# ---- axi_mem_slave ----
**axi_mem_slave: selected gate families**

Scale: 1.5 px per micron.
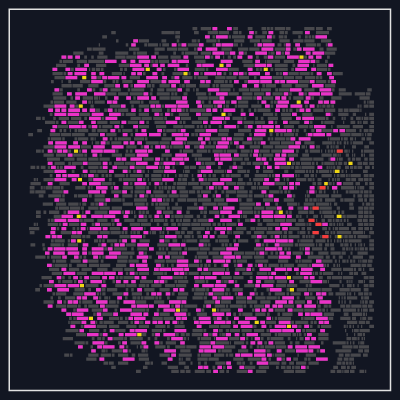
**axi_mem_slave: wires at chosen ports, followed through buffers**

Scale: 2 px per micron.
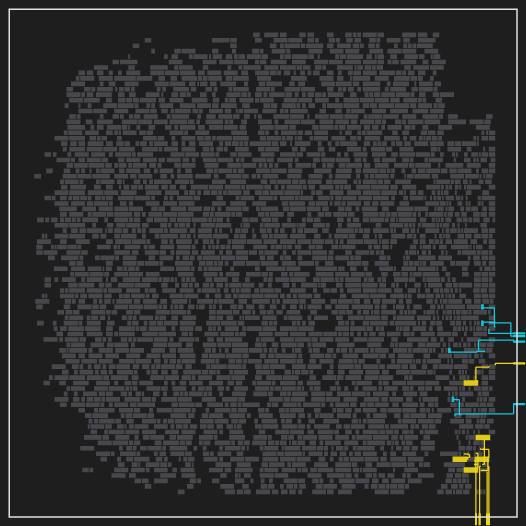
**axi_mem_slave: signal wires by layer**

Scale: 1.5 px per micron.
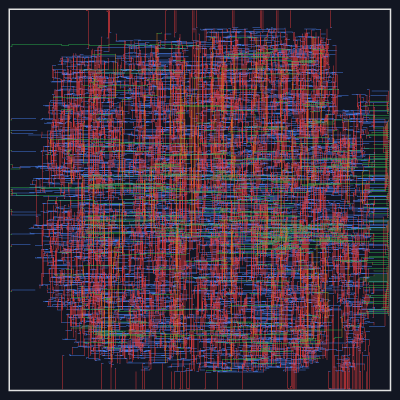
**config.mk**
```make
export PLATFORM = sky130hd
export DESIGN_NAME = axi_mem_slave
export DESIGN_NICKNAME = d
export VERILOG_FILES = /design/src/rtl/axi_pkg.sv /design/src/rtl/axi_burst_addr.sv /design/src/rtl/axi_mem_slave.sv
export SDC_FILE = /design/constraint.sdc
export NUM_CORES = 2
export LEC_CHECK = 0
export CAP_MARGIN = 20
export CORE_MARGIN = 10
export CORE_UTILIZATION = 59
export DETAILED_ROUTE_END_ITERATION = 8
export MAX_ROUTING_LAYER = met4
export PLACE_DENSITY = 0.8
export SYNTH_ARGS = -nofsm -noshare
export SYNTH_HDL_FRONTEND = slang
export SYNTH_SLANG_ARGS = --single-unit
```
**constraint.sdc**
```tcl
create_clock -name clk -period 5.6 [get_ports clk]
set_clock_uncertainty 0.1 [all_clocks]
set_input_delay 0.56 -clock clk [delete_from_list [all_inputs] [get_ports clk]]
set_output_delay 0.56 -clock clk [all_outputs]
set_load 0.03 [all_outputs]
```
**src/rtl/axi_pkg.sv**
```systemverilog
// Shared AXI encodings, FSM states and burst context for the memory slave.
package axi_pkg;

  localparam int unsigned LEN_W   = 4;
  localparam int unsigned BURST_W = 2;

  localparam logic [1:0] RESP_OKAY   = 2'b00;
  localparam logic [1:0] RESP_SLVERR = 2'b10;
  localparam logic [1:0] RESP_DECERR = 2'b11;

  localparam logic [1:0] BURST_FIXED = 2'b00;
  localparam logic [1:0] BURST_INCR  = 2'b01;
  localparam logic [1:0] BURST_WRAP  = 2'b10;

  localparam logic [2:0] SIZE_WORD = 3'b010;

  typedef enum logic [1:0] {
    W_IDLE = 2'b00,
    W_DATA = 2'b01,
    W_RESP = 2'b10
  } w_state_e;

  typedef enum logic {
    R_IDLE = 1'b0,
    R_DATA = 1'b1
  } r_state_e;

  // Burst attributes latched at the address handshake.
  typedef struct packed {
    logic [LEN_W-1:0]   len;
    logic [BURST_W-1:0] burst;
  } burst_cfg_t;

endpackage

```
**src/rtl/axi_burst_addr.sv**
```systemverilog
// Word-index stepper for FIXED / INCR / WRAP bursts (reserved type behaves as INCR).
module axi_burst_addr
  import axi_pkg::*;
#(
  parameter int unsigned IDX_W = 4
) (
  input  logic [IDX_W-1:0]   idx_i,
  input  logic [LEN_W-1:0]   len_i,
  input  logic [BURST_W-1:0] burst_i,
  output logic [IDX_W-1:0]   next_idx_c_o
);

  logic [LEN_W-1:0] len_mask_c;
  logic [IDX_W-1:0] wrap_mask_c;
  logic [IDX_W-1:0] inc_c;

  // Wrap mask covers the low $clog2(LEN+1) bits: smear LEN's top set bit downwards.
  always_comb begin
    len_mask_c   = len_i | (len_i >> 1) | (len_i >> 2) | (len_i >> 3);
    wrap_mask_c  = IDX_W'(len_mask_c);
    inc_c        = idx_i + IDX_W'(1);
    next_idx_c_o = inc_c;
    unique case (burst_i)
      BURST_FIXED: next_idx_c_o = idx_i;
      BURST_WRAP:  next_idx_c_o = (idx_i & ~wrap_mask_c) | (inc_c & wrap_mask_c);
      default:     next_idx_c_o = inc_c;
    endcase
  end

endmodule

```
**src/rtl/axi_mem_slave.sv**
```systemverilog
// AXI3-style slave fronting a small word-addressed register memory.
module axi_mem_slave
  import axi_pkg::*;
#(
  parameter int unsigned BUS_WIDTH  = 32,
  parameter int unsigned ADDR_WIDTH = 32,
  parameter int unsigned SID_WIDTH  = 5,
  parameter int unsigned DEPTH      = 16
) (
  input  logic                  clk,
  input  logic                  clr,
  input  logic [SID_WIDTH-1:0]  AWID,
  input  logic [ADDR_WIDTH-1:0] AWADDR,
  input  logic [3:0]            AWLEN,
  input  logic [2:0]            AWSIZE,
  input  logic [1:0]            AWBURST,
  input  logic [1:0]            AWLOCK,
  input  logic [3:0]            AWCACHE,
  input  logic [2:0]            AWPROT,
  input  logic                  AWVALID,
  output logic                  AWREADY,
  input  logic [SID_WIDTH-1:0]  WID,
  input  logic [BUS_WIDTH-1:0]  WDATA,
  input  logic [3:0]            WSTRB,
  input  logic                  WLAST,
  input  logic                  WVALID,
  output logic                  WREADY,
  output logic [SID_WIDTH-1:0]  BID,
  output logic [1:0]            BRESP,
  output logic                  BVALID,
  input  logic                  BREADY,
  input  logic [SID_WIDTH-1:0]  ARID,
  input  logic [ADDR_WIDTH-1:0] ARADDR,
  input  logic [3:0]            ARLEN,
  input  logic [2:0]            ARSIZE,
  input  logic [1:0]            ARBURST,
  input  logic [1:0]            ARLOCK,
  input  logic [3:0]            ARCACHE,
  input  logic [2:0]            ARPROT,
  input  logic                  ARVALID,
  output logic                  ARREADY,
  output logic [SID_WIDTH-1:0]  RID,
  output logic [BUS_WIDTH-1:0]  RDATA,
  output logic [3:0]            RRESP,
  output logic                  RLAST,
  output logic                  RVALID,
  input  logic                  RREADY
);

  localparam int unsigned IW = $clog2(DEPTH);
  localparam logic [ADDR_WIDTH-1:0] MEM_BYTES = ADDR_WIDTH'(DEPTH * 4);

  logic [31:0] mem_q [DEPTH];

  // Write path state
  w_state_e             w_state_q, w_state_d;
  logic [SID_WIDTH-1:0] wid_q, wid_d;
  burst_cfg_t           wcfg_q, wcfg_d;
  logic [IW-1:0]        widx_q, widx_d, wnext_c;
  logic [LEN_W-1:0]     wbeat_q, wbeat_d;
  logic                 wdec_q, wdec_d, wslv_q, wslv_d;
  logic [SID_WIDTH-1:0] bid_q, bid_d;
  logic [1:0]           bresp_q, bresp_d;
  logic                 bvalid_q, bvalid_d;
  logic                 mem_we_c, beat_err_c;
  logic [31:0]          wdata_c;
  logic [IW-1:0]        aw_idx_c;
  logic                 aw_oor_c;

  // Read path state
  r_state_e             r_state_q, r_state_d;
  logic [SID_WIDTH-1:0] rid_q, rid_d;
  burst_cfg_t           rcfg_q, rcfg_d;
  logic [IW-1:0]        ridx_q, ridx_d, rnext_c, rstep_idx_c;
  burst_cfg_t           rstep_cfg_c;
  logic [LEN_W-1:0]     rbeat_q, rbeat_d;
  logic                 rdec_q, rdec_d;
  logic [1:0]           rresp_q, rresp_d;
  logic [BUS_WIDTH-1:0] rdata_q, rdata_d;
  logic                 rlast_q, rlast_d, rvalid_q, rvalid_d;
  logic [IW-1:0]        ar_idx_c;
  logic                 ar_oor_c;

  // Protection/cache/lock attributes are accepted but have no effect.
  logic unused_attr_c;
  assign unused_attr_c = ^{AWLOCK, AWCACHE, AWPROT, ARLOCK, ARCACHE, ARPROT};

  assign aw_idx_c = AWADDR[IW+1:2];
  assign aw_oor_c = (AWADDR >= MEM_BYTES);
  assign ar_idx_c = ARADDR[IW+1:2];
  assign ar_oor_c = (ARADDR >= MEM_BYTES);
  assign wdata_c  = 32'(WDATA);

  assign AWREADY = (w_state_q == W_IDLE);
  assign WREADY  = (w_state_q == W_DATA);
  assign BVALID  = bvalid_q;
  assign BID     = bid_q;
  assign BRESP   = bresp_q;
  assign ARREADY = (r_state_q == R_IDLE);
  assign RVALID  = rvalid_q;
  assign RID     = rid_q;
  assign RDATA   = rdata_q;
  assign RRESP   = {2'b00, rresp_q};
  assign RLAST   = rlast_q;

  // The read stepper sees the AR request while idle so beat 0's successor is ready at handshake.
  assign rstep_idx_c = (r_state_q == R_IDLE) ? ar_idx_c : ridx_q;
  assign rstep_cfg_c = (r_state_q == R_IDLE) ? burst_cfg_t'({ARLEN, ARBURST}) : rcfg_q;

  axi_burst_addr #(.IDX_W(IW)) u_w_step (
    .idx_i        (widx_q),
    .len_i        (wcfg_q.len),
    .burst_i      (wcfg_q.burst),
    .next_idx_c_o (wnext_c)
  );

  axi_burst_addr #(.IDX_W(IW)) u_r_step (
    .idx_i        (rstep_idx_c),
    .len_i        (rstep_cfg_c.len),
    .burst_i      (rstep_cfg_c.burst),
    .next_idx_c_o (rnext_c)
  );

  // Write FSM next state: AW latch, per-beat error tracking, response generation.
  always_comb begin
    w_state_d  = w_state_q;
    wid_d      = wid_q;
    wcfg_d     = wcfg_q;
    widx_d     = widx_q;
    wbeat_d    = wbeat_q;
    wdec_d     = wdec_q;
    wslv_d     = wslv_q;
    bid_d      = bid_q;
    bresp_d    = bresp_q;
    bvalid_d   = bvalid_q;
    mem_we_c   = 1'b0;
    beat_err_c = 1'b0;
    unique case (w_state_q)
      W_IDLE: begin
        if (AWVALID) begin
          w_state_d = W_DATA;
          wid_d     = AWID;
          wcfg_d    = {AWLEN, AWBURST};
          widx_d    = aw_idx_c;
          wbeat_d   = '0;
          wdec_d    = aw_oor_c;
          wslv_d    = (AWSIZE != SIZE_WORD);
        end
      end
      W_DATA: begin
        if (WVALID) begin
          beat_err_c = (WID != wid_q) || (WLAST != (wbeat_q == wcfg_q.len));
          mem_we_c   = !wdec_q && !wslv_q && !beat_err_c;
          widx_d     = wnext_c;
          wbeat_d    = wbeat_q + LEN_W'(1);
          wslv_d     = wslv_q | beat_err_c;
          if (WLAST) begin
            w_state_d = W_RESP;
            bvalid_d  = 1'b1;
            bid_d     = wid_q;
            if (wdec_q)                   bresp_d = RESP_DECERR;
            else if (wslv_q | beat_err_c) bresp_d = RESP_SLVERR;
            else                          bresp_d = RESP_OKAY;
          end
        end
      end
      W_RESP: begin
        if (BREADY) begin
          w_state_d = W_IDLE;
          bvalid_d  = 1'b0;
        end
      end
      default: w_state_d = W_IDLE;
    endcase
  end

  // Write path registers.
  always_ff @(posedge clk) begin
    if (clr) begin
      w_state_q <= W_IDLE;
      wid_q     <= '0;
      wcfg_q    <= '0;
      widx_q    <= '0;
      wbeat_q   <= '0;
      wdec_q    <= 1'b0;
      wslv_q    <= 1'b0;
      bid_q     <= '0;
      bresp_q   <= '0;
      bvalid_q  <= 1'b0;
    end else begin
      w_state_q <= w_state_d;
      wid_q     <= wid_d;
      wcfg_q    <= wcfg_d;
      widx_q    <= widx_d;
      wbeat_q   <= wbeat_d;
      wdec_q    <= wdec_d;
      wslv_q    <= wslv_d;
      bid_q     <= bid_d;
      bresp_q   <= bresp_d;
      bvalid_q  <= bvalid_d;
    end
  end

  // Byte-lane masked memory write.
  always_ff @(posedge clk) begin
    if (clr) begin
      mem_q <= '{default: '0};
    end else if (mem_we_c) begin
      for (int b = 0; b < 4; b++) begin
        if (WSTRB[b]) mem_q[widx_q][8*b +: 8] <= wdata_c[8*b +: 8];
      end
    end
  end

  // Read FSM next state: each accepted beat loads the following word.
  always_comb begin
    r_state_d = r_state_q;
    rid_d     = rid_q;
    rcfg_d    = rcfg_q;
    ridx_d    = ridx_q;
    rbeat_d   = rbeat_q;
    rdec_d    = rdec_q;
    rresp_d   = rresp_q;
    rdata_d   = rdata_q;
    rlast_d   = rlast_q;
    rvalid_d  = rvalid_q;
    unique case (r_state_q)
      R_IDLE: begin
        if (ARVALID) begin
          r_state_d = R_DATA;
          rid_d     = ARID;
          rcfg_d    = {ARLEN, ARBURST};
          ridx_d    = rnext_c;
          rbeat_d   = '0;
          rdec_d    = ar_oor_c;
          if (ar_oor_c)                rresp_d = RESP_DECERR;
          else if (ARSIZE != SIZE_WORD) rresp_d = RESP_SLVERR;
          else                          rresp_d = RESP_OKAY;
          rdata_d   = ar_oor_c ? '0 : BUS_WIDTH'(mem_q[ar_idx_c]);
          rlast_d   = (ARLEN == '0);
          rvalid_d  = 1'b1;
        end
      end
      R_DATA: begin
        if (RREADY) begin
          if (rlast_q) begin
            r_state_d = R_IDLE;
            rvalid_d  = 1'b0;
            rlast_d   = 1'b0;
          end else begin
            rbeat_d = rbeat_q + LEN_W'(1);
            rlast_d = ((rbeat_q + LEN_W'(1)) == rcfg_q.len);
            rdata_d = rdec_q ? '0 : BUS_WIDTH'(mem_q[ridx_q]);
            ridx_d  = rnext_c;
          end
        end
      end
    endcase
  end

  // Read path registers.
  always_ff @(posedge clk) begin
    if (clr) begin
      r_state_q <= R_IDLE;
      rid_q     <= '0;
      rcfg_q    <= '0;
      ridx_q    <= '0;
      rbeat_q   <= '0;
      rdec_q    <= 1'b0;
      rresp_q   <= '0;
      rdata_q   <= '0;
      rlast_q   <= 1'b0;
      rvalid_q  <= 1'b0;
    end else begin
      r_state_q <= r_state_d;
      rid_q     <= rid_d;
      rcfg_q    <= rcfg_d;
      ridx_q    <= ridx_d;
      rbeat_q   <= rbeat_d;
      rdec_q    <= rdec_d;
      rresp_q   <= rresp_d;
      rdata_q   <= rdata_d;
      rlast_q   <= rlast_d;
      rvalid_q  <= rvalid_d;
    end
  end

endmodule

```
==> out/metrics.yaml <==
busiest_layer: "met2"
run_status: "complete, no violations"
synth_area_sq_um: 32070
grt_max_degree: 155
final_area_sq_um: 36490
die_w_microns: 253.1
use_met1_pct: 34.11
fp.coreArea_sq_um: 53810
firstDrtPassIters: 5
drc_errors: 0
dp_slack_ns: 1.655
synthFlopType: "dfxtp_1"
whs_ns: 0.3551
grt_pass1_vias: 24460
switchingPower_w: 0.002516
p_per_area_nw_per_um2: 276.5
About 'selected gate families' of axi_mem_slave:
- multiplexers: magenta (cells 838)
- AND-OR and OR-AND gates: yellow (cells 30; where spread over the die)
- adder and majority cells: red (cells 7; where right middle)

About 'wires at chosen ports, followed through buffers' of axi_mem_slave:
- AWLEN: cyan (bits 4; direction input; edge right; end cells 4; wire 147 microns)
- BID: yellow (bits 5; direction output; edge 4 bottom, 1 right; end cells 5; wire 179 microns)

About 'signal wires by layer' of axi_mem_slave:
- met1: blue (wire length 35.9 mm)
- met2: red (wire length 44.0 mm)
- met4: orange (wire length 3,390 microns)
- met3: green (wire length 7,300 microns)

layout make-up:
| cell class | count | area (sq um) | share of cell area (%) |
|---|---|---|---|
| timing repair buffer | 229 | 2265 | 6.207 |
| antenna | 2 | 5.005 | 0.01372 |
| clock buffer | 101 | 2008 | 5.504 |
| tap | 696 | 870.8 | 2.387 |
| clock inverter | 16 | 290.3 | 0.7956 |
| multi-input combinational | 1974 | 19020 | 52.14 |
| inverter | 6 | 22.52 | 0.06173 |
| sequential | 599 | 12000 | 32.89 |
tightest hold or removal path, delay by kind of cell, from the launching register on:
family          cells  cell delay (ns)
compound gates      1             0.05
flops               1             0.31
simple gates        1             0.05

# ---- conv_enc_frame_ctrl ----
File: src/rtl/conv_enc_frame_ctrl.sv
// conv_enc_frame_ctrl
// Frame sequencer for a convolutional encoder running in encode mode. It
// latches the frame configuration and pulls information bits over a
// valid/ready handshake. Each accepted bit, and then each of K-1 zero tail
// bits, steps the encoder once. Every encoded symbol is delivered through a
// one-entry output register that honours sink backpressure.
//
// Ports
//   clk, rst             clock, asynchronous active-low reset
//   i_start              frame request (sampled in IDLE only)
//   i_frame_len          number of information bits in the frame
//   i_constraint_len     K (3..MAX_K)
//   i_code_rate          n (2..MAX_R)
//   i_gen_poly           generator polynomials, bit k taps input k steps back
//   i_bit/i_bit_valid    information bit source
//   o_bit_ready          bit consumed this cycle
//   o_en_ce              encoder step enable
//   o_mode_sel           encoder mode select
//   o_encoder_bit        bit presented to the encoder
//   o_gen_poly           latched, masked polynomials for the encoder
//   i_encoder_data       encoder combinational output
//   o_sym_data/valid     encoded symbol output register
//   i_sym_ready          sink accepts symbol
//   o_busy               not IDLE
//   o_done               one-cycle pulse when the frame is complete
//   o_err                one-cycle pulse on an illegal configuration
//
// state  | meaning
// -------+----------------------------------------------------
// IDLE   | waiting for i_start, configuration checked here
// DATA   | stepping the encoder with information bits
// TAIL   | stepping the encoder with K-1 zero bits
// DRAIN  | waiting for the last symbol to leave the register

module conv_enc_frame_ctrl #(
    parameter int   MAX_K       = 9,
    parameter int   MAX_R       = 3,
    parameter int   LEN_W       = 16,
    parameter logic ENCODE_MODE = 1'b1,
    parameter logic DECODE_MODE = 1'b0
) (
    input  logic                          clk,
    input  logic                          rst,
    input  logic                          i_start,
    input  logic [LEN_W-1:0]              i_frame_len,
    input  logic [3:0]                    i_constraint_len,
    input  logic [1:0]                    i_code_rate,
    input  logic [MAX_R-1:0][MAX_K-1:0]   i_gen_poly,
    input  logic                          i_bit,
    input  logic                          i_bit_valid,
    output logic                          o_bit_ready,
    output logic                          o_en_ce,
    output logic                          o_mode_sel,
    output logic                          o_encoder_bit,
    output logic [MAX_R-1:0][MAX_K-1:0]   o_gen_poly,
    input  logic [MAX_R-1:0]              i_encoder_data,
    output logic [MAX_R-1:0]              o_sym_data,
    output logic                          o_sym_valid,
    input  logic                          i_sym_ready,
    output logic                          o_busy,
    output logic                          o_done,
    output logic                          o_err
);

    localparam logic [1:0] S_IDLE  = 2'd0;
    localparam logic [1:0] S_DATA  = 2'd1;
    localparam logic [1:0] S_TAIL  = 2'd2;
    localparam logic [1:0] S_DRAIN = 2'd3;

    logic [1:0]                  state_q,    state_d;
    logic [1:0]                  rate_q,     rate_d;
    logic [MAX_R-1:0][MAX_K-1:0] poly_q,     poly_d;
    logic [LEN_W-1:0]            bit_cnt_q,  bit_cnt_d;
    logic [3:0]                  tail_cnt_q, tail_cnt_d;
    logic [MAX_R-1:0]            sym_data_q, sym_data_d;
    logic                        sym_valid_q, sym_valid_d;
    logic                        done_q,     done_d;
    logic                        err_q,      err_d;

    logic                        src_avail;
    logic                        fire;
    logic                        cfg_legal;
    logic [MAX_R-1:0][MAX_K-1:0] poly_masked;
    logic [MAX_R-1:0]            sym_masked;

    // The register only frees up for a new symbol when it is empty or being
    // drained in the same cycle, so a stalled sink also stalls the encoder.
    always_comb begin
        src_avail = 1'b0;
        case (state_q)
            S_DATA:  src_avail = i_bit_valid;
            S_TAIL:  src_avail = 1'b1;
            default: src_avail = 1'b0;
        endcase
        fire = src_avail && (!sym_valid_q || i_sym_ready);
    end

    assign cfg_legal = (i_constraint_len >= 4'd3) && (int'(i_constraint_len) <= MAX_K) &&
                       (i_code_rate >= 2'd2) && (int'(i_code_rate) <= MAX_R);

    // Taps at or above K and polynomials at or above n are cleared so the
    // encoder never sees stale history or an unused output branch.
    always_comb begin
        poly_masked = '0;
        for (int r = 0; r < MAX_R; r++) begin
            for (int b = 0; b < MAX_K; b++) begin
                poly_masked[r][b] = i_gen_poly[r][b] &&
                                    (b < int'(i_constraint_len)) &&
                                    (r < int'(i_code_rate));
            end
        end
    end

    always_comb begin
        sym_masked = '0;
        for (int r = 0; r < MAX_R; r++) begin
            sym_masked[r] = i_encoder_data[r] && (r < int'(rate_q));
        end
    end

    always_comb begin
        state_d     = state_q;
        rate_d      = rate_q;
        poly_d      = poly_q;
        bit_cnt_d   = bit_cnt_q;
        tail_cnt_d  = tail_cnt_q;
        sym_data_d  = sym_data_q;
        sym_valid_d = sym_valid_q;
        done_d      = 1'b0;
        err_d       = 1'b0;

        if (fire) begin
            sym_data_d  = sym_masked;
            sym_valid_d = 1'b1;
        end else if (i_sym_ready) begin
            sym_valid_d = 1'b0;
        end

        case (state_q)
            S_IDLE: begin
                if (i_start) begin
                    if (cfg_legal) begin
                        rate_d     = i_code_rate;
                        poly_d     = poly_masked;
                        bit_cnt_d  = i_frame_len;
                        tail_cnt_d = i_constraint_len - 4'd1;
                        state_d    = (i_frame_len == '0) ? S_TAIL : S_DATA;
                    end else begin
                        err_d = 1'b1;
                    end
                end
            end
            S_DATA: begin
                if (fire) begin
                    bit_cnt_d = bit_cnt_q - LEN_W'(1);
                    if (bit_cnt_q == LEN_W'(1)) begin
                        state_d = S_TAIL;
                    end
                end
            end
            S_TAIL: begin
                if (fire) begin
                    tail_cnt_d = tail_cnt_q - 4'd1;
                    if (tail_cnt_q == 4'd1) begin
                        state_d = S_DRAIN;
                    end
                end
            end
            S_DRAIN: begin
                if (!sym_valid_q || i_sym_ready) begin
                    done_d  = 1'b1;
                    state_d = S_IDLE;
                end
            end
            default: state_d = S_IDLE;
        endcase
    end

    always_ff @(posedge clk or negedge rst) begin
        if (!rst) begin
            state_q     <= S_IDLE;
            rate_q      <= '0;
            poly_q      <= '0;
            bit_cnt_q   <= '0;
            tail_cnt_q  <= '0;
            sym_data_q  <= '0;
            sym_valid_q <= 1'b0;
            done_q      <= 1'b0;
            err_q       <= 1'b0;
        end else begin
            state_q     <= state_d;
            rate_q      <= rate_d;
            poly_q      <= poly_d;
            bit_cnt_q   <= bit_cnt_d;
            tail_cnt_q  <= tail_cnt_d;
            sym_data_q  <= sym_data_d;
            sym_valid_q <= sym_valid_d;
            done_q      <= done_d;
            err_q       <= err_d;
        end
    end

    assign o_en_ce       = fire;
    assign o_bit_ready   = fire && (state_q == S_DATA);
    assign o_encoder_bit = (state_q == S_DATA) ? i_bit : 1'b0;
    assign o_mode_sel    = (state_q == S_IDLE) ? DECODE_MODE : ENCODE_MODE;
    assign o_gen_poly    = poly_q;
    assign o_sym_data    = sym_data_q;
    assign o_sym_valid   = sym_valid_q;
    assign o_busy        = (state_q != S_IDLE);
    assign o_done        = done_q;
    assign o_err         = err_q;

endmodule
File: config.mk
export PLATFORM = sky130hd
export DESIGN_NAME = conv_enc_frame_ctrl
export DESIGN_NICKNAME = d
export VERILOG_FILES = /design/src/rtl/conv_enc_frame_ctrl.sv
export SDC_FILE = /design/constraint.sdc
export NUM_CORES = 1
export LEC_CHECK = 0
export CORE_UTILIZATION = 40
export CTS_CLUSTER_DIAMETER = 50
export DETAILED_ROUTE_END_ITERATION = 6
export PLACE_DENSITY = 0.71
export SLEW_MARGIN = 15
export SYNTH_ARGS = -nofsm -noshare
export SYNTH_HDL_FRONTEND = slang
export SYNTH_SLANG_ARGS = --single-unit
File: constraint.sdc
create_clock -name clk -period 2.35 [get_ports clk]
set_input_delay 0.47 -clock clk [delete_from_list [all_inputs] [get_ports clk]]
set_output_delay 0.47 -clock clk [all_outputs]
set_load 0.05 [all_outputs]
**conv_enc_frame_ctrl: signal wires by layer**

Scale: 4 px per micron.
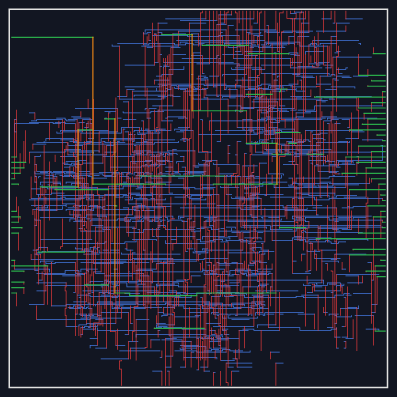
- met1: blue (wire length 4,620 microns)
- met4: orange (wire length 124 microns)
- met2: red (wire length 5,000 microns)
- met3: green (wire length 493 microns)

**conv_enc_frame_ctrl: selected gate families**

Scale: 4 px per micron.
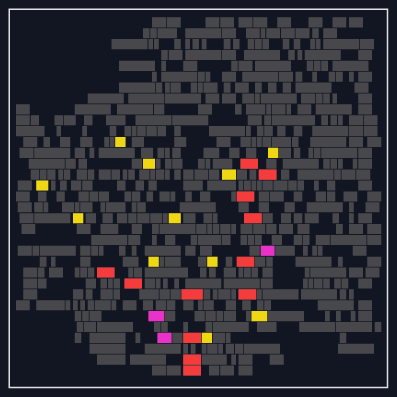
- multiplexers: magenta (cells 3)
- adder and majority cells: red (cells 12)
- AND-OR and OR-AND gates: yellow (cells 11)

[power breakdown]
group	leakage (nW)	switching [W]	internal, W	total (W)
combinational	1.26	0.00222	0.00151	0.00372
sequential	0.720	0.000314	0.00137	0.00169
clock	0.0995	0.000404	0.000595	0.000999
total	2.08	0.00294	0.00347	0.00641
[area by class of cell]
type                       count  area, sq um
timing repair buffer         140         1316
sequential                    57         1426
inverter                      17        63.81
clock buffer                  11        131.4
fill                         708         3253
clock inverter                 5        80.08
tap                          105        131.4
multi-input combinational    298         1814
==> out/metrics.yaml <==
run_status: "complete, no violations"
edf_count: 0
place_inst: 617
root_buffer: "clkbuf_8"
ys_top_cells_by_count: "dfrtp_1, nand2_1, nand3_1, o21ai_1, nor2_1"
dp_slack_ns: -0.2345
top_layer: "met4"
yosysWarnings: 0
worstPathArrival_ns: 1.80
path_clk_slew_ns: 0.07
clkLatencyLatePin_ns: 0.35
synth_cells: 399
startpoint: "state_q[0]$_DFFE_PN0P_"
worstReg2RegEnd: "state_q[1]$_DFFE_PN0P_"
mux_share_pct: 0.9198

# ---- chunk_serial_adder ----
## config.mk

```make
export PLATFORM = sky130hd
export DESIGN_NAME = chunk_serial_adder
export DESIGN_NICKNAME = d
export VERILOG_FILES = /design/src/rtl/chunk_serial_adder.sv
export SDC_FILE = /design/constraint.sdc
export NUM_CORES = 1
export LEC_CHECK = 0
export ABC_AREA = 1
export CORE_MARGIN = 1.5
export CORE_UTILIZATION = 40
export CTS_CLUSTER_DIAMETER = 40
export DETAILED_ROUTE_END_ITERATION = 16
export GPL_TIMING_DRIVEN = 0
export PLACE_DENSITY = 0.71
export SETUP_SLACK_MARGIN = 0.1
export SYNTH_ARGS = -nofsm -noshare
export SYNTH_HDL_FRONTEND = slang
export SYNTH_SLANG_ARGS = --single-unit
```

## constraint.sdc

```tcl
create_clock -name clk -period 3.16 [get_ports clk]
set_input_delay 0.316 -clock clk [delete_from_list [all_inputs] [get_ports clk]]
set_output_delay 0.316 -clock clk [all_outputs]
set_load 0.005 [all_outputs]
```

## src/rtl/chunk_serial_adder.sv

```systemverilog
// Multi-cycle adder/subtractor: one CHUNK-bit ripple slice reused over WIDTH/CHUNK cycles.
// Optional signed-overflow flag is built only when CHUNK_ADDER_OVF_EN is defined.
module chunk_serial_adder #(
  parameter int WIDTH = 32,
  parameter int CHUNK = 4
) (
  input  logic             clk,
  input  logic             rst,
  input  logic             start,
  input  logic             sub,
  input  logic             cin,
  input  logic [WIDTH-1:0] a,
  input  logic [WIDTH-1:0] b,
  output logic [WIDTH-1:0] sum,
  output logic             cout,
  output logic             overflow,
  output logic             busy,
  output logic             done
);

  localparam int N    = WIDTH / CHUNK;
  localparam int IDXW = (N > 1) ? $clog2(N) : 1;
  localparam logic [IDXW-1:0] LAST_IDX = IDXW'(N - 1);

  typedef enum logic {IDLE = 1'b0, RUN = 1'b1} state_t;

  state_t           r_state;
  logic [WIDTH-1:0] r_a;
  logic [WIDTH-1:0] r_b;
  logic             r_carry;
  logic [IDXW-1:0]  r_idx;
  logic [WIDTH-1:0] r_sum;
  logic             r_cout;
  logic             r_busy;
  logic             r_done;

  logic [31:0]      w_shamt;
  logic [CHUNK-1:0] w_a_chunk;
  logic [CHUNK-1:0] w_b_chunk;
  logic [CHUNK:0]   w_chunk_sum;
  logic [WIDTH-1:0] w_mask;
  logic [WIDTH-1:0] w_chunk_pos;
  logic             w_last;

  // Select the active slice of the latched operands and run it through the ripple slice.
  always_comb begin
    w_shamt     = 32'(r_idx) * 32'(CHUNK);
    w_a_chunk   = CHUNK'(r_a >> w_shamt);
    w_b_chunk   = CHUNK'(r_b >> w_shamt);
    w_chunk_sum = {1'b0, w_a_chunk} + {1'b0, w_b_chunk} + {{CHUNK{1'b0}}, r_carry};
    w_mask      = WIDTH'({CHUNK{1'b1}}) << w_shamt;
    w_chunk_pos = WIDTH'(w_chunk_sum[CHUNK-1:0]) << w_shamt;
    w_last      = (r_idx == LAST_IDX);
  end

`ifdef CHUNK_ADDER_OVF_EN
  logic r_overflow;
  logic w_msb_cin;

  // Carry into the MSB recovered from the MSB operand bits and the MSB sum bit.
  always_comb begin
    w_msb_cin = w_a_chunk[CHUNK-1] ^ w_b_chunk[CHUNK-1] ^ w_chunk_sum[CHUNK-1];
  end

  // Overflow flag registered together with cout on the final chunk.
  always_ff @(posedge clk or posedge rst) begin
    if (rst) begin
      r_overflow <= 1'b0;
    end else if (r_state == RUN && w_last) begin
      r_overflow <= w_msb_cin ^ w_chunk_sum[CHUNK];
    end else begin
      r_overflow <= r_overflow;
    end
  end

  assign overflow = r_overflow;
`else
  assign overflow = 1'b0;
`endif

  // Control FSM and datapath registers.
  always_ff @(posedge clk or posedge rst) begin
    if (rst) begin
      r_state <= IDLE;
      r_a     <= '0;
      r_b     <= '0;
      r_carry <= 1'b0;
      r_idx   <= '0;
      r_sum   <= '0;
      r_cout  <= 1'b0;
      r_busy  <= 1'b0;
      r_done  <= 1'b0;
    end else begin
      case (r_state)
        IDLE: begin
          r_done <= 1'b0;
          if (start) begin
            r_a     <= a;
            r_b     <= sub ? ~b : b;
            r_carry <= sub ? 1'b1 : cin;
            r_idx   <= '0;
            r_busy  <= 1'b1;
            r_state <= RUN;
          end else begin
            r_state <= IDLE;
          end
        end
        RUN: begin
          // Untouched chunks keep their previous value until overwritten.
          r_sum   <= (r_sum & ~w_mask) | w_chunk_pos;
          r_carry <= w_chunk_sum[CHUNK];
          r_idx   <= r_idx + IDXW'(1);
          if (w_last) begin
            r_cout  <= w_chunk_sum[CHUNK];
            r_done  <= 1'b1;
            r_busy  <= 1'b0;
            r_state <= IDLE;
          end else begin
            r_done  <= 1'b0;
            r_state <= RUN;
          end
        end
        default: begin
          r_state <= IDLE;
          r_busy  <= 1'b0;
          r_done  <= 1'b0;
        end
      endcase
    end
  end

  assign sum  = r_sum;
  assign cout = r_cout;
  assign busy = r_busy;
  assign done = r_done;

endmodule

```

==> out/metrics.yaml <==
setup_slack_ns: 0.3423
adder_share_pct: 3.034
seq_area_sq_um: 2603
gp_congestion: 0.8736
fp.coreArea_sq_um: 12160
max_freq_ghz: 0.3549
fin_nets: 786
cts_hold_buf: 0
rows: 40
grt_max_degree: 58
grt_pass1_wl_microns: 20170
worst-path-buf-inv: 3
place_inst: 863
r2r_slack_ns: 0.34
clkLatencyLatePin_ns: 0.34
yosysWarnings: 0
synth_area_sq_um: 5031
min_to: "r_b[9]$_DFFE_PP0P_"
dp_slack_ns: 0.2572
synth_cells: 592
path_max_fanout: 10
p_clk_w: 0.00111
finalHoldViolCount: 0
cp_top_family: "adder cells"
setup_viol_count_final: 0
cts.sinks: 104
p_seq_w: 0.00231
crit_path_end_kind: "register"
die_w_microns: 115.2
drc_errors: 0
startpoint_type: "register"
hold_path_class: "input pin to register"
drtAntennaViolNets: 0
root_buffer: "clkbuf_16"
path_cells: "buf_2 -> inv_2 -> buf_2 -> nor2_1 -> o21ai_0 -> nand2_1 -> nand2_1 -> fa_1 -> fa_1 -> xor2_2 -> nand3_1 -> o21ai_0"
antenna_found_initial: 0
synthDistinctLibCells: 25
run_status: "complete, no violations"
finalClockPeriodUsage_pct: 89.17
worst-path-stages: 12
hpwl_microns: 9482
grt_pass1_vias: 4317
power_leader: "combinational logic"
final_common_cell: "nand2_1"
tritoncts: "done"
initCoreUtil_pct: 41.37
switchingPower_w: 0.002907
crit_type: "register to register"
syn2layout_area_growth_pct: 31.19
yosys_cells: 592
p_per_area_nw_per_um2: 1055
port_buffers: 102
mostFrequentLayoutCells: "nand2_1, dfrtp_1, clkdlybuf4s50_1"
-- cell type report --
type                       count  share of cell area, %
inverter                      31                  1.801
clock inverter                 4                 0.8152
timing repair buffer         103                  15.89
clock buffer                  12                  3.735
buffer                        38                  3.526
multi-input combinational    419                  31.62
tap                          168                  3.185
sequential                   104                  39.43
-- per-layer routing --
metal	routed length [microns]	global-route usage [%]	up-vias
met5	0	0	-
met4	274	8.066	0
met3	659	2.530	24
met2	5886	33.69	146
met1	5537	24.94	2031
li1	-	-	2143
-- registers in the layout, indices dropped and copies added, names as in the netlist, 3 cells and up --
name and flops:
r_a 32, r_b 32, sum 32, r_idx 3
**chunk_serial_adder: selected gate families**

Scale: 3 px per micron.
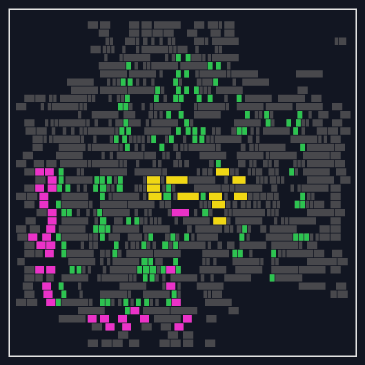
- XOR/XNOR gates: magenta (cells 33)
- adder and majority cells: yellow (cells 11; where middle)
- inverting AOI/OAI gates: green (cells 127)



## Gallery

Clock wiring as the flow saved it.
panel A
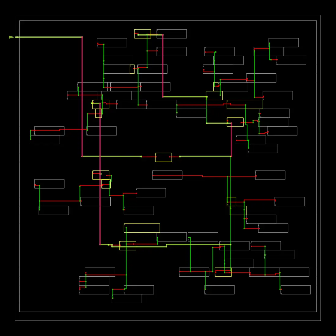
panel B
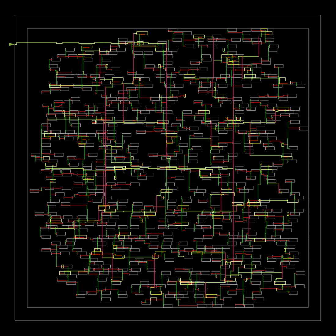
panel C
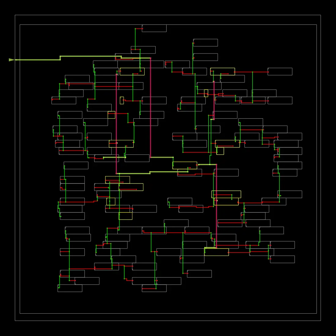
| from | picture |
|---|---|
| axi_mem_slave | panel B |
| chunk_serial_adder | panel C |
| conv_enc_frame_ctrl | panel A |

Power is estimated from default activity; no workload was simulated.
